######## drum_timing_sequencer ########
==> drum_timing_sequencer/layer_met1.png <==
The bar under the picture is 20 microns long.
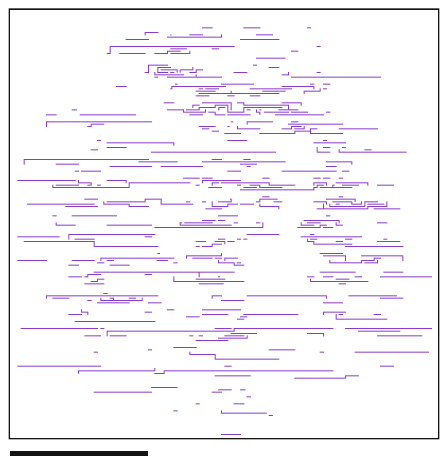
===== src/rtl/drum_timing_pkg.sv =====
// Shared types and constants for the drum timing sequencer: FSM state encoding,
// control-word bit positions and the control word seen while the memory is idle.
package drum_timing_pkg;

    typedef enum logic [1:0] {
        IDLE  = 2'd0,
        PRIME = 2'd1,
        RUN   = 2'd2,
        DRAIN = 2'd3
    } seq_state_t;

    localparam int READ_B          = 0;
    localparam int CONTROL_B       = 1;
    localparam int LAST_READ_B     = 2;
    localparam int LAST_WRITE_B    = 3;
    localparam int CLEAR_CONTROL_B = 4;
    localparam int CHECK_B         = 5;
    localparam int CLEAR_FLAGS_B   = 6;
    localparam int RSTCNT_N_B      = 7;

    // Only resetCounter_n (active low) is high when nothing is being read.
    localparam logic [7:0] CTRL_RESET = 8'h80;

    // The memory is enabled and its word is sampled only in these states.
    function automatic logic mem_active(input seq_state_t s);
        return (s == PRIME) || (s == RUN);
    endfunction

endpackage


===== src/rtl/drum_step_counter.sv =====
// Sector address / half-sector phase / rotation counter. Each step toggles the
// phase; the step that takes the phase from 1 to 0 advances or wraps the address.
module drum_step_counter
    import drum_timing_pkg::*;
#(
    parameter int ADDR_W = 6,
    parameter int ROT_W  = 4
) (
    input  logic              clk,
    input  logic              reset,
    input  logic              step,
    input  logic              wrap_hint,
    input  logic              clear,
    output logic [ADDR_W-1:0] addr,
    output logic              phase,
    output logic [ROT_W-1:0]  rot_cnt,
    output logic              wrap
);

    localparam logic [ADDR_W-1:0] ADDR_MAX = '1;
    localparam logic [ROT_W-1:0]  ROT_MAX  = '1;

    // A wrap happens on the second half-sector step of the last sector, where the
    // last sector is marked by the memory or by the top of the address range.
    assign wrap = step && phase && (wrap_hint || (addr == ADDR_MAX));

    always_ff @(posedge clk or posedge reset) begin
        if (reset) begin
            addr    <= '0;
            phase   <= 1'b0;
            rot_cnt <= '0;
        end else if (clear) begin
            addr    <= '0;
            phase   <= 1'b0;
            rot_cnt <= '0;
        end else if (step) begin
            phase <= ~phase;
            if (phase) begin
                if (wrap) begin
                    addr <= '0;
                    if (rot_cnt != ROT_MAX) begin
                        rot_cnt <= rot_cnt + ROT_W'(1);
                    end
                end else begin
                    addr <= addr + ADDR_W'(1);
                end
            end
        end
    end

endmodule


===== src/rtl/drum_timing_sequencer.sv =====
// Drum timing-memory sequencer: steps the memory through whole rotations and
// registers its control word. Define SEQ_WATCHDOG_EN to add a missing-tick abort.
module drum_timing_sequencer
    import drum_timing_pkg::*;
#(
    parameter int ADDR_W = 6,
    parameter int ROT_W  = 4
`ifdef SEQ_WATCHDOG_EN
    ,
    parameter int WDOG_CYCLES = 1024
`endif
) (
    input  logic              clk,
    input  logic              reset,
    input  logic              start,
    input  logic              stop,
    input  logic [ROT_W-1:0]  rotations,
    input  logic              sector_tick,
    input  logic [7:0]        mem_data,
    output logic [ADDR_W-1:0] mem_addr,
    output logic              mem_phase,
    output logic              mem_ce_n,
    output logic              mem_oe_n,
    output logic              mem_we_n,
    output logic              busy,
    output logic              done,
    output logic [ROT_W-1:0]  rot_cnt,
    output logic              read,
    output logic              control,
    output logic              lastRead,
    output logic              lastWrite,
    output logic              clearControl,
    output logic              check,
    output logic              clearFlags,
    output logic              resetCounter_n,
    output seq_state_t        fsm_state
`ifdef SEQ_WATCHDOG_EN
    ,
    output logic              wdog_err
`endif
);

    seq_state_t state;
    seq_state_t next_state;
    logic       stop_pending;
    logic [7:0] ctrl_q;
    logic       done_q;
    logic       accept_start;
    logic       step;
    logic       wrap;
    logic       run_end;
    logic       wdog_hit;

    assign accept_start = (state == IDLE) && start;
    assign step         = (state == RUN) && sector_tick;

    // Handshake: start is a one-cycle request honoured only in IDLE; stop is a
    // level sampled in PRIME/RUN and remembered until the run ends at a wrap.
    assign run_end = wrap &&
                     (((rotations != '0) && ((rot_cnt + ROT_W'(1)) == rotations)) ||
                      stop_pending);

    drum_step_counter #(
        .ADDR_W(ADDR_W),
        .ROT_W (ROT_W)
    ) u_step (
        .clk      (clk),
        .reset    (reset),
        .step     (step),
        .wrap_hint(~mem_data[RSTCNT_N_B]),
        .clear    (accept_start),
        .addr     (mem_addr),
        .phase    (mem_phase),
        .rot_cnt  (rot_cnt),
        .wrap     (wrap)
    );

`ifdef SEQ_WATCHDOG_EN
    localparam int WDOG_W = $clog2(WDOG_CYCLES + 1);

    logic [WDOG_W-1:0] wdog_cnt;

    // The cycle that would bring the count to WDOG_CYCLES aborts the run.
    assign wdog_hit = (state == RUN) && !sector_tick &&
                      (wdog_cnt == WDOG_W'(WDOG_CYCLES - 1));

    always_ff @(posedge clk or posedge reset) begin
        if (reset) begin
            wdog_cnt <= '0;
            wdog_err <= 1'b0;
        end else begin
            if ((state != RUN) || sector_tick) begin
                wdog_cnt <= '0;
            end else begin
                wdog_cnt <= wdog_cnt + WDOG_W'(1);
            end
            if (accept_start) begin
                wdog_err <= 1'b0;
            end else if (wdog_hit) begin
                wdog_err <= 1'b1;
            end
        end
    end
`else
    assign wdog_hit = 1'b0;
`endif

    always_ff @(posedge clk or posedge reset) begin
        if (reset) begin
            state <= IDLE;
        end else begin
            state <= next_state;
        end
    end

    always_comb begin
        next_state = state;
        case (state)
            IDLE:    if (start) next_state = PRIME;
            PRIME:   next_state = RUN;
            RUN:     if (run_end || wdog_hit) next_state = DRAIN;
            DRAIN:   next_state = IDLE;
            default: next_state = IDLE;
        endcase
    end

    always_comb begin
        mem_ce_n = 1'b1;
        mem_oe_n = 1'b1;
        busy     = 1'b0;
        case (state)
            PRIME, RUN: begin
                mem_ce_n = 1'b0;
                mem_oe_n = 1'b0;
                busy     = 1'b1;
            end
            DRAIN: busy = 1'b1;
            default: ;
        endcase
    end

    assign mem_we_n  = 1'b1;
    assign fsm_state = state;

    // The word is sampled every enabled cycle; the cycle that leaves RUN loads
    // the idle word instead so DRAIN already presents quiet control outputs.
    always_ff @(posedge clk or posedge reset) begin
        if (reset) begin
            stop_pending <= 1'b0;
            ctrl_q       <= CTRL_RESET;
            done_q       <= 1'b0;
        end else begin
            done_q <= (state == DRAIN);
            if (state == IDLE) begin
                stop_pending <= 1'b0;
            end else if (mem_active(state) && stop) begin
                stop_pending <= 1'b1;
            end
            if (mem_active(state) && (next_state != DRAIN)) begin
                ctrl_q <= mem_data;
            end else begin
                ctrl_q <= CTRL_RESET;
            end
        end
    end

    assign done           = done_q;
    assign read           = ctrl_q[READ_B];
    assign control        = ctrl_q[CONTROL_B];
    assign lastRead       = ctrl_q[LAST_READ_B];
    assign lastWrite      = ctrl_q[LAST_WRITE_B];
    assign clearControl   = ctrl_q[CLEAR_CONTROL_B];
    assign check          = ctrl_q[CHECK_B];
    assign clearFlags     = ctrl_q[CLEAR_FLAGS_B];
    assign resetCounter_n = ctrl_q[RSTCNT_N_B];

endmodule


===== config.mk =====
export PLATFORM = sky130hd
export DESIGN_NAME = drum_timing_sequencer
export DESIGN_NICKNAME = d
export VERILOG_FILES = /design/src/rtl/drum_timing_pkg.sv /design/src/rtl/drum_step_counter.sv /design/src/rtl/drum_timing_sequencer.sv
export SDC_FILE = /design/constraint.sdc
export NUM_CORES = 1
export LEC_CHECK = 0
export ABC_CLOCK_PERIOD_IN_PS = 2540
export CORE_MARGIN = 1.5
export CORE_UTILIZATION = 35
export DETAILED_ROUTE_END_ITERATION = 7
export PLACE_DENSITY_LB_ADDON = 0.3
export SETUP_SLACK_MARGIN = 0.5
export SLEW_MARGIN = 20
export SYNTH_ARGS = -nofsm -noshare
export SYNTH_HDL_FRONTEND = slang
export SYNTH_SLANG_ARGS = --single-unit

===== constraint.sdc =====
create_clock -name clk -period 2.54 [get_ports clk]
set_input_delay 0.254 -clock clk [delete_from_list [all_inputs] [get_ports clk]]
set_output_delay 0.254 -clock clk [all_outputs]
set_load 0.02 [all_outputs]

==> Slide: Implementation Results <==
Key Metrics from the Run

Final layout
  – Clock-cell share: 1.60%
  – Most numerous logic cell after layout: clkdlybuf4s50_1
  – Area occupied by registers: 577 sq um
  – Non-clock buffer share of cell area: 25.8%
  – Logic area: 584 sq um
  – Non-clk invs: 9
  – Comb area share: 33.9%

Final timing
  – Cycle use final: 76.8%
  – Fin crit period: 1.95 ns
  – Clk_skew: 0.00541 ns
  – Setup TNS: 0 ns

Setup path
  – Startpoint types: register
  – FF-to-FF End: ctrl_q[7]$_DFF_PP1_
  – Cell chain of the critical path: inv_1, ha_1, inv_1, clkdlybuf4s50_1
  – Crit path kind: reg2out
  – Cell count along the critical path: 4
  – CP bufs+invs: 3
  – CP endpoint kind: output port

Outcome
  – Outcome: finished clean

Pwr
  – Internal power: 0.000978 W
  – Comb pwr share: 56.8%

Die
  – FP Core Util: 36.4%

Yosys
  – Unique masters post-synth: 30
  – Yosys warning count: 0
  – Cell Area, Synth: 1210 sq um
  – Syn_nets: 146
  – Cell type with the largest total area: dfrtp_1

Global routing
  – GR met2 Demand/Resource: 26.3%

Detailed routing
  – Antenna Violating Nets Remaining: 0

CTS
  – Total clock sinks: 23

Placement
  – DP HPWL: 2090 microns
About drum_timing_sequencer/layer_met1.png:
162 nets have wire on it. The longest straight run is 24.4 microns. The wires run mostly horizontal.
wirelength, routed: 2850 microns
met1 GRT Util: 20.1%


######## ctrl_perf_counters ########
==> ctrl_perf_counters/layer_met1.png <==
The bar under the picture is 20 microns long.
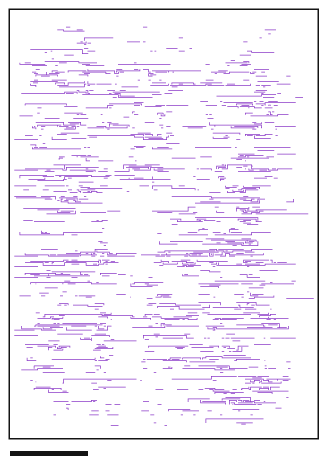
==> ctrl_perf_counters/layer_met2.png <==
The bar under the picture is 20 microns long.
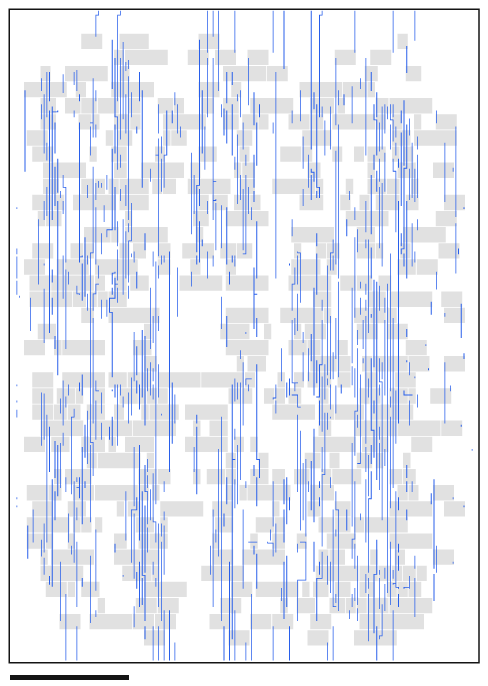
==> config.mk <==
export PLATFORM = sky130hd
export DESIGN_NAME = ctrl_perf_counters
export DESIGN_NICKNAME = d
export VERILOG_FILES = /design/src/rtl/ctrl_perf_counters.sv
export SDC_FILE = /design/constraint.sdc
export NUM_CORES = 1
export LEC_CHECK = 0
export ABC_AREA = 0
export ABC_CLOCK_PERIOD_IN_PS = 6400
export CAP_MARGIN = 15
export CORE_AREA = 2 2 77 108
export CTS_CLUSTER_SIZE = 10
export DETAILED_ROUTE_END_ITERATION = 6
export DIE_AREA = 0 0 79 110
export PLACE_DENSITY_LB_ADDON = 0.05
export SLEW_MARGIN = 20
export SYNTH_ARGS = -nofsm -noshare
export SYNTH_HDL_FRONTEND = slang
export SYNTH_SLANG_ARGS = --single-unit
export TNS_END_PERCENT = 50
==> constraint.sdc <==
create_clock -name clk -period 6.4 [get_ports clk]
set_clock_uncertainty 0.15 [all_clocks]
set_input_delay 1.28 -clock clk [delete_from_list [all_inputs] [get_ports clk]]
set_output_delay 1.28 -clock clk [all_outputs]
set_load 0.02 [all_outputs]
==> src/rtl/ctrl_perf_counters.sv <==
// Free-running cycle counter and retired-instruction counter; both wrap modulo 2^CNT_W.
module ctrl_perf_counters #(
    parameter int CNT_W = 32
) (
    input  logic             clk,
    input  logic             reset,
    input  logic             retire_i,
    output logic [CNT_W-1:0] cycle_count_o,
    output logic [CNT_W-1:0] instret_count_o
);
    logic [CNT_W-1:0] cycle_q, cycle_d;
    logic [CNT_W-1:0] instret_q, instret_d;

    always_comb begin
        cycle_d   = cycle_q + 1'b1;
        instret_d = retire_i ? instret_q + 1'b1 : instret_q;
    end

    always_ff @(posedge clk) begin
        if (reset) begin
            cycle_q   <= '0;
            instret_q <= '0;
        end else begin
            cycle_q   <= cycle_d;
            instret_q <= instret_d;
        end
    end

    assign cycle_count_o   = cycle_q;
    assign instret_count_o = instret_q;
endmodule

==> Slide: Implementation Results <==
Key Metrics from the Run

Final layout
  – Number of fill cells: 813
  – Layout area overhead: 29.4%
  – Most numerous logic cell after layout: clkdlybuf4s50_1
  – Post-Layout Inst Area: 3920 sq um

Setup path
  – CP top delay family: simple AND/OR/NAND/NOR gates
  – Critical path arrival: 3.51 ns
  – FF-to-FF End: instret_count_o[27]$_SDFFE_PP0P_

Job
  – Tool Warnings: 26

Yosys
  – Asr flop ratio synth: 0%
  – Mapped Cells: 355
  – Yosys cell count: 355
  – Yosys top cell by instances: dfxtp_1

Pwr
  – Clock Power: 0.000325 W
  – Internal power: 0.000581 W
  – Comb pwr share: 3.3%

Detailed routing
  – Antenna Violating Nets Remaining: 0
  – Met2 wire length: 3830 microns

CTS
  – Clk latency of the worst-skew pair: 0.35 ns
  – Post-CTS Setup Bufs: 0
  – CTS tree: yes

Die
  – DIE AREA: 8690 sq um
  – FP Core Util: 39.3%
  – Row count: 38
  – Die X: 79 microns

Outcome
  – Outcome: finished clean

Global routing
  – Total grt overflow: 0
  – Initial antenna violation count: 0
  – First-pass GRT wire length: 12,400 microns
  – Most Crowded Layer GR: met2

Placement
  – DP HPWL: 5180 microns
  – Port Buffers: 66
## Picture notes: ctrl_perf_counters/layer_met1.png
The layer carries 3,150 microns of wire. The wires run mostly horizontal. The layer holds 42% of the routed length.
via count: 2,883
wirelength, routed: 7450 microns
met1 GRT Util: 20.4%

## Picture notes: ctrl_perf_counters/layer_met2.png
The wires run mostly vertical. The layer carries 3,830 microns of wire. The longest straight run is 52.0 microns.
GR met2 Demand/Resource: 31.7%


######## rf_write_arbiter ########
==> rf_write_arbiter/layer_met1.png <==
The bar under the picture is 20 microns long.
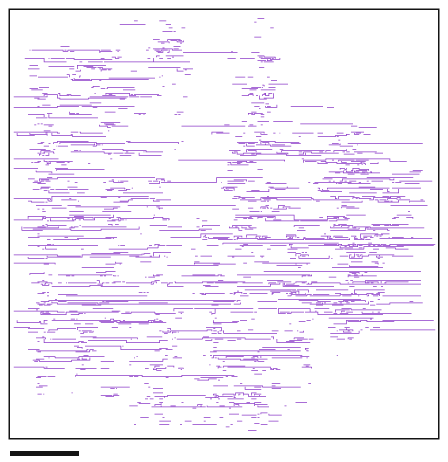
==> rf_write_arbiter/layer_met2.png <==
The bar under the picture is 20 microns long.
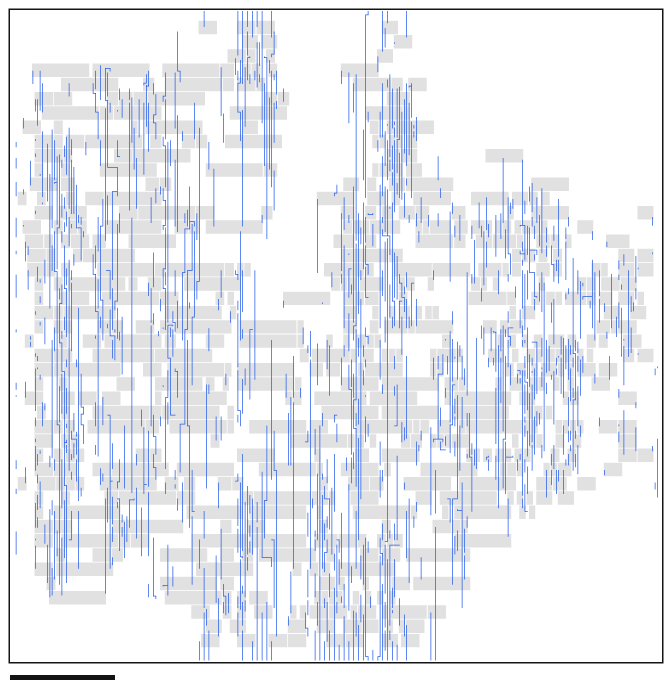
==> rf_write_arbiter/layer_met3.png <==
The bar under the picture is 20 microns long.
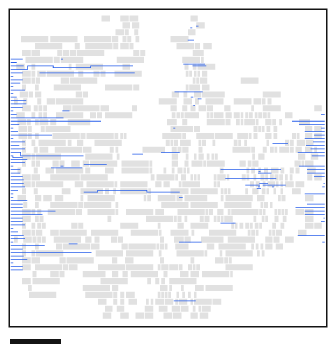
`src/rtl/rf_write_arbiter.sv`:
```
`default_nettype none
// ============================================================================
// Module      : rf_write_arbiter
// Description : Owns the single register file write port (A_3/WD_3/
//               Reg_Write_W). After reset it optionally clears registers
//               1..DEPTH-1, then arbitrates between the writeback stage
//               (highest priority) and a small FIFO of long-latency unit
//               results. It reports pending FIFO writes that match decode
//               source registers, and asks for a stall when the FIFO head
//               has waited too long.
// Ports       : clk, rst                        - clock, sync active-high reset
//               WB_En/WB_Addr/WB_Data           - writeback write request
//               LU_Valid/LU_Addr/LU_Data/LU_Ready - LU result handshake
//               Rs_D, Rt_D -> Rs_Hit, Rt_Hit    - pending-write hit checks
//               Stall_Req, Init_Done            - hazard / status outputs
//               A_3, WD_3, Reg_Write_W          - register file write port
// Revision    : 1.0 - initial release
// ============================================================================
module rf_write_arbiter #(
    parameter int WIDTH      = 32,
    parameter int DEPTH      = 32,
    parameter int BUF_DEPTH  = 2,
    parameter int STARVE_MAX = 8,
    parameter bit INIT_EN    = 1'b1
) (
    input  logic             clk,
    input  logic             rst,
    input  logic             WB_En,
    input  logic [4:0]       WB_Addr,
    input  logic [WIDTH-1:0] WB_Data,
    input  logic             LU_Valid,
    input  logic [4:0]       LU_Addr,
    input  logic [WIDTH-1:0] LU_Data,
    output logic             LU_Ready,
    input  logic [4:0]       Rs_D,
    input  logic [4:0]       Rt_D,
    output logic             Rs_Hit,
    output logic             Rt_Hit,
    output logic             Stall_Req,
    output logic             Init_Done,
    output logic [4:0]       A_3,
    output logic [WIDTH-1:0] WD_3,
    output logic             Reg_Write_W
);

    localparam int c_AW = 5;
    localparam int c_PW = $clog2(BUF_DEPTH);
    localparam int c_GW = $clog2(STARVE_MAX + 1);

    localparam logic [c_AW-1:0] c_LAST_REG  = c_AW'(DEPTH - 1);
    localparam logic [c_PW:0]   c_FULL_CNT  = (c_PW + 1)'(BUF_DEPTH);
    localparam logic [c_GW-1:0] c_AGE_MAX   = c_GW'(STARVE_MAX);

    typedef enum logic [0:0] {
        S_INIT = 1'b0,
        S_RUN  = 1'b1
    } state_t;

    state_t r_state;
    state_t w_state_nxt;

    logic [c_AW-1:0]  r_cnt;
    logic [c_AW-1:0]  r_buf_addr [BUF_DEPTH];
    logic [WIDTH-1:0] r_buf_data [BUF_DEPTH];
    logic [BUF_DEPTH-1:0] r_buf_vld;
    logic [c_PW-1:0]  r_wr_ptr;
    logic [c_PW-1:0]  r_rd_ptr;
    logic [c_PW:0]    r_count;
    logic [c_GW-1:0]  r_age;

    logic w_empty;
    logic w_full;
    logic w_wb_req;
    logic w_push;
    logic w_pop;
    logic [BUF_DEPTH-1:0] w_rs_match;
    logic [BUF_DEPTH-1:0] w_rt_match;

    assign w_empty  = (r_count == '0);
    assign w_full   = (r_count == c_FULL_CNT);
    // A write to r0 is architecturally a no-op, so it never claims the port.
    assign w_wb_req = WB_En && (WB_Addr != '0);
    // Results for r0 are handshaken but dropped, so they cannot block the port.
    assign w_push   = LU_Valid && LU_Ready && (LU_Addr != '0);

    // ------------------------------------------------------------------
    // State register and clear counter
    // ------------------------------------------------------------------
    always_ff @(posedge clk) begin
        if (rst) begin
            r_state <= INIT_EN ? S_INIT : S_RUN;
            r_cnt   <= c_AW'(1);
        end else begin
            r_state <= w_state_nxt;
            if (r_state == S_INIT) begin
                r_cnt <= r_cnt + 1'b1;
            end
        end
    end

    // ------------------------------------------------------------------
    // Next state and write-port mux. Outputs are forced low while rst is
    // high, because the state register already holds INIT during reset.
    // ------------------------------------------------------------------
    always_comb begin
        w_state_nxt = r_state;
        A_3         = '0;
        WD_3        = '0;
        Reg_Write_W = 1'b0;
        LU_Ready    = 1'b0;
        Stall_Req   = 1'b0;
        Init_Done   = 1'b0;
        w_pop       = 1'b0;
        if (!rst) begin
            case (r_state)
                S_INIT: begin
                    A_3         = r_cnt;
                    Reg_Write_W = 1'b1;
                    Stall_Req   = 1'b1;
                    if (r_cnt == c_LAST_REG) begin
                        w_state_nxt = S_RUN;
                    end
                end
                S_RUN: begin
                    Init_Done = 1'b1;
                    LU_Ready  = !w_full;
                    Stall_Req = (r_age == c_AGE_MAX);
                    if (w_wb_req) begin
                        A_3         = WB_Addr;
                        WD_3        = WB_Data;
                        Reg_Write_W = 1'b1;
                    end else if (!w_empty) begin
                        A_3         = r_buf_addr[r_rd_ptr];
                        WD_3        = r_buf_data[r_rd_ptr];
                        Reg_Write_W = 1'b1;
                        w_pop       = 1'b1;
                    end
                end
                default: begin
                    w_state_nxt = S_RUN;
                end
            endcase
        end
    end

    // ------------------------------------------------------------------
    // LU result FIFO. Push and pop slots never coincide: equal pointers
    // mean empty (no pop) or full (no push).
    // ------------------------------------------------------------------
    always_ff @(posedge clk) begin
        if (rst) begin
            r_wr_ptr  <= '0;
            r_rd_ptr  <= '0;
            r_count   <= '0;
            r_buf_vld <= '0;
            r_age     <= '0;
        end else begin
            if (w_push) begin
                r_wr_ptr            <= r_wr_ptr + 1'b1;
                r_buf_vld[r_wr_ptr] <= 1'b1;
            end
            if (w_pop) begin
                r_rd_ptr            <= r_rd_ptr + 1'b1;
                r_buf_vld[r_rd_ptr] <= 1'b0;
            end
            case ({w_push, w_pop})
                2'b10:   r_count <= r_count + 1'b1;
                2'b01:   r_count <= r_count - 1'b1;
                default: r_count <= r_count;
            endcase
            // Head age: only a head that is present and not leaving ages.
            if (w_pop || w_empty) begin
                r_age <= '0;
            end else if (r_age != c_AGE_MAX) begin
                r_age <= r_age + 1'b1;
            end
        end
    end

    always_ff @(posedge clk) begin
        if (w_push) begin
            r_buf_addr[r_wr_ptr] <= LU_Addr;
            r_buf_data[r_wr_ptr] <= LU_Data;
        end
    end

    // ------------------------------------------------------------------
    // Pending-write hits against every valid entry (registered state only,
    // so an entry accepted this cycle shows up next cycle).
    // ------------------------------------------------------------------
    generate
        for (genvar i = 0; i < BUF_DEPTH; i++) begin : g_hit
            assign w_rs_match[i] = r_buf_vld[i] && (r_buf_addr[i] == Rs_D);
            assign w_rt_match[i] = r_buf_vld[i] && (r_buf_addr[i] == Rt_D);
        end
    endgenerate

    assign Rs_Hit = !rst && (Rs_D != '0) && (|w_rs_match);
    assign Rt_Hit = !rst && (Rt_D != '0) && (|w_rt_match);

endmodule
`default_nettype wire

```
`config.mk`:
```
export PLATFORM = sky130hd
export DESIGN_NAME = rf_write_arbiter
export DESIGN_NICKNAME = d
export VERILOG_FILES = /design/src/rtl/rf_write_arbiter.sv
export SDC_FILE = /design/constraint.sdc
export NUM_CORES = 1
export LEC_CHECK = 0
export ABC_AREA = 1
export CORE_MARGIN = 1
export CORE_UTILIZATION = 30
export DETAILED_ROUTE_END_ITERATION = 16
export MAX_ROUTING_LAYER = met4
export SLEW_MARGIN = 20
export SYNTH_ARGS = -nofsm -noshare
export SYNTH_HDL_FRONTEND = slang
export SYNTH_SLANG_ARGS = --single-unit
```
`constraint.sdc`:
```
create_clock -name clk -period 2.6 [get_ports clk]
set_clock_uncertainty 0.1 [all_clocks]
set_input_delay 0.52 -clock clk [delete_from_list [all_inputs] [get_ports clk]]
set_output_delay 0.52 -clock clk [all_outputs]
set_load 0.01 [all_outputs]
```
==> Slide: Implementation Results <==
Key Metrics from the Run

Outcome
  – Outcome: finished clean

Final layout
  – Fraction of layout instances using a drive strength above 1: 17.3%
  – Layout Cells excl Fill: 807
  – Area occupied by registers: 2560 sq um
  – Most numerous logic cell after layout: clkdlybuf4s50_1

Yosys
  – Dominant combinational family: AND-OR/OR-AND gates
  – Synth cell count leaders: edfxtp_1 (74), nor2_1 (63), o21ai_0 (58)
  – Yosys cell count: 462
  – Mapped Cells: 462
  – Post-synth regs: 91

Global routing
  – Vias in the first global route: 3,966

Setup path
  – Startpoint types: primary input

Placement
  – Port Buffers: 130

Pwr
  – Sw Pwr: 0.000647 W
  – Comb pwr share: 9.0%
  – Clock Power: 0.00129 W

Detailed routing
  – Routed WL per cell: 15.0 microns

Die
  – Row count: 44

Final timing
  – RSZ-0062 raised after global routing: true
  – Hold Slack: 0.385 ns

CTS
  – H-tree levels: 3

Job
  – Max Cap Viol: 0
## Picture notes: rf_write_arbiter/layer_met1.png
The layer carries 5,250 microns of wire. The longest straight run is 54.3 microns. The layer holds 43% of the routed length. The wires run mostly horizontal. 622 nets have wire on it.
via count: 3,895
met1 GRT Util: 19.4%
wirelength, routed: 12,100 microns

## Picture notes: rf_write_arbiter/layer_met2.png
The layer carries 5,810 microns of wire. The longest straight run is 57.8 microns. The layer holds 48% of the routed length. The wires run mostly vertical. 582 nets have wire on it.
GR met2 Demand/Resource: 26.9%

## Picture notes: rf_write_arbiter/layer_met3.png
The longest straight run is 37.3 microns. The layer holds 6.7% of the routed length. 110 nets have wire on it.
met3 GRT Util: 3.95%



==> gallery <==
Routing congestion.
panel A
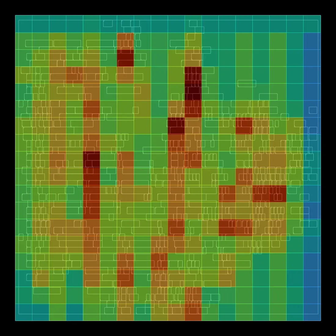
panel B
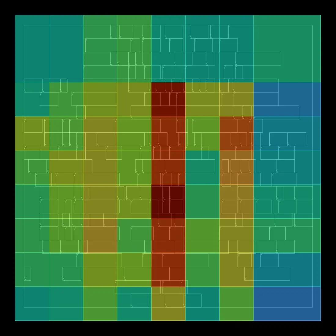
panel C
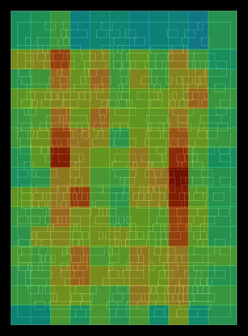
panel C: ctrl_perf_counters
panel B: drum_timing_sequencer
panel A: rf_write_arbiter

Power figures rest on the tool's default switching activity, not on a simulated workload.
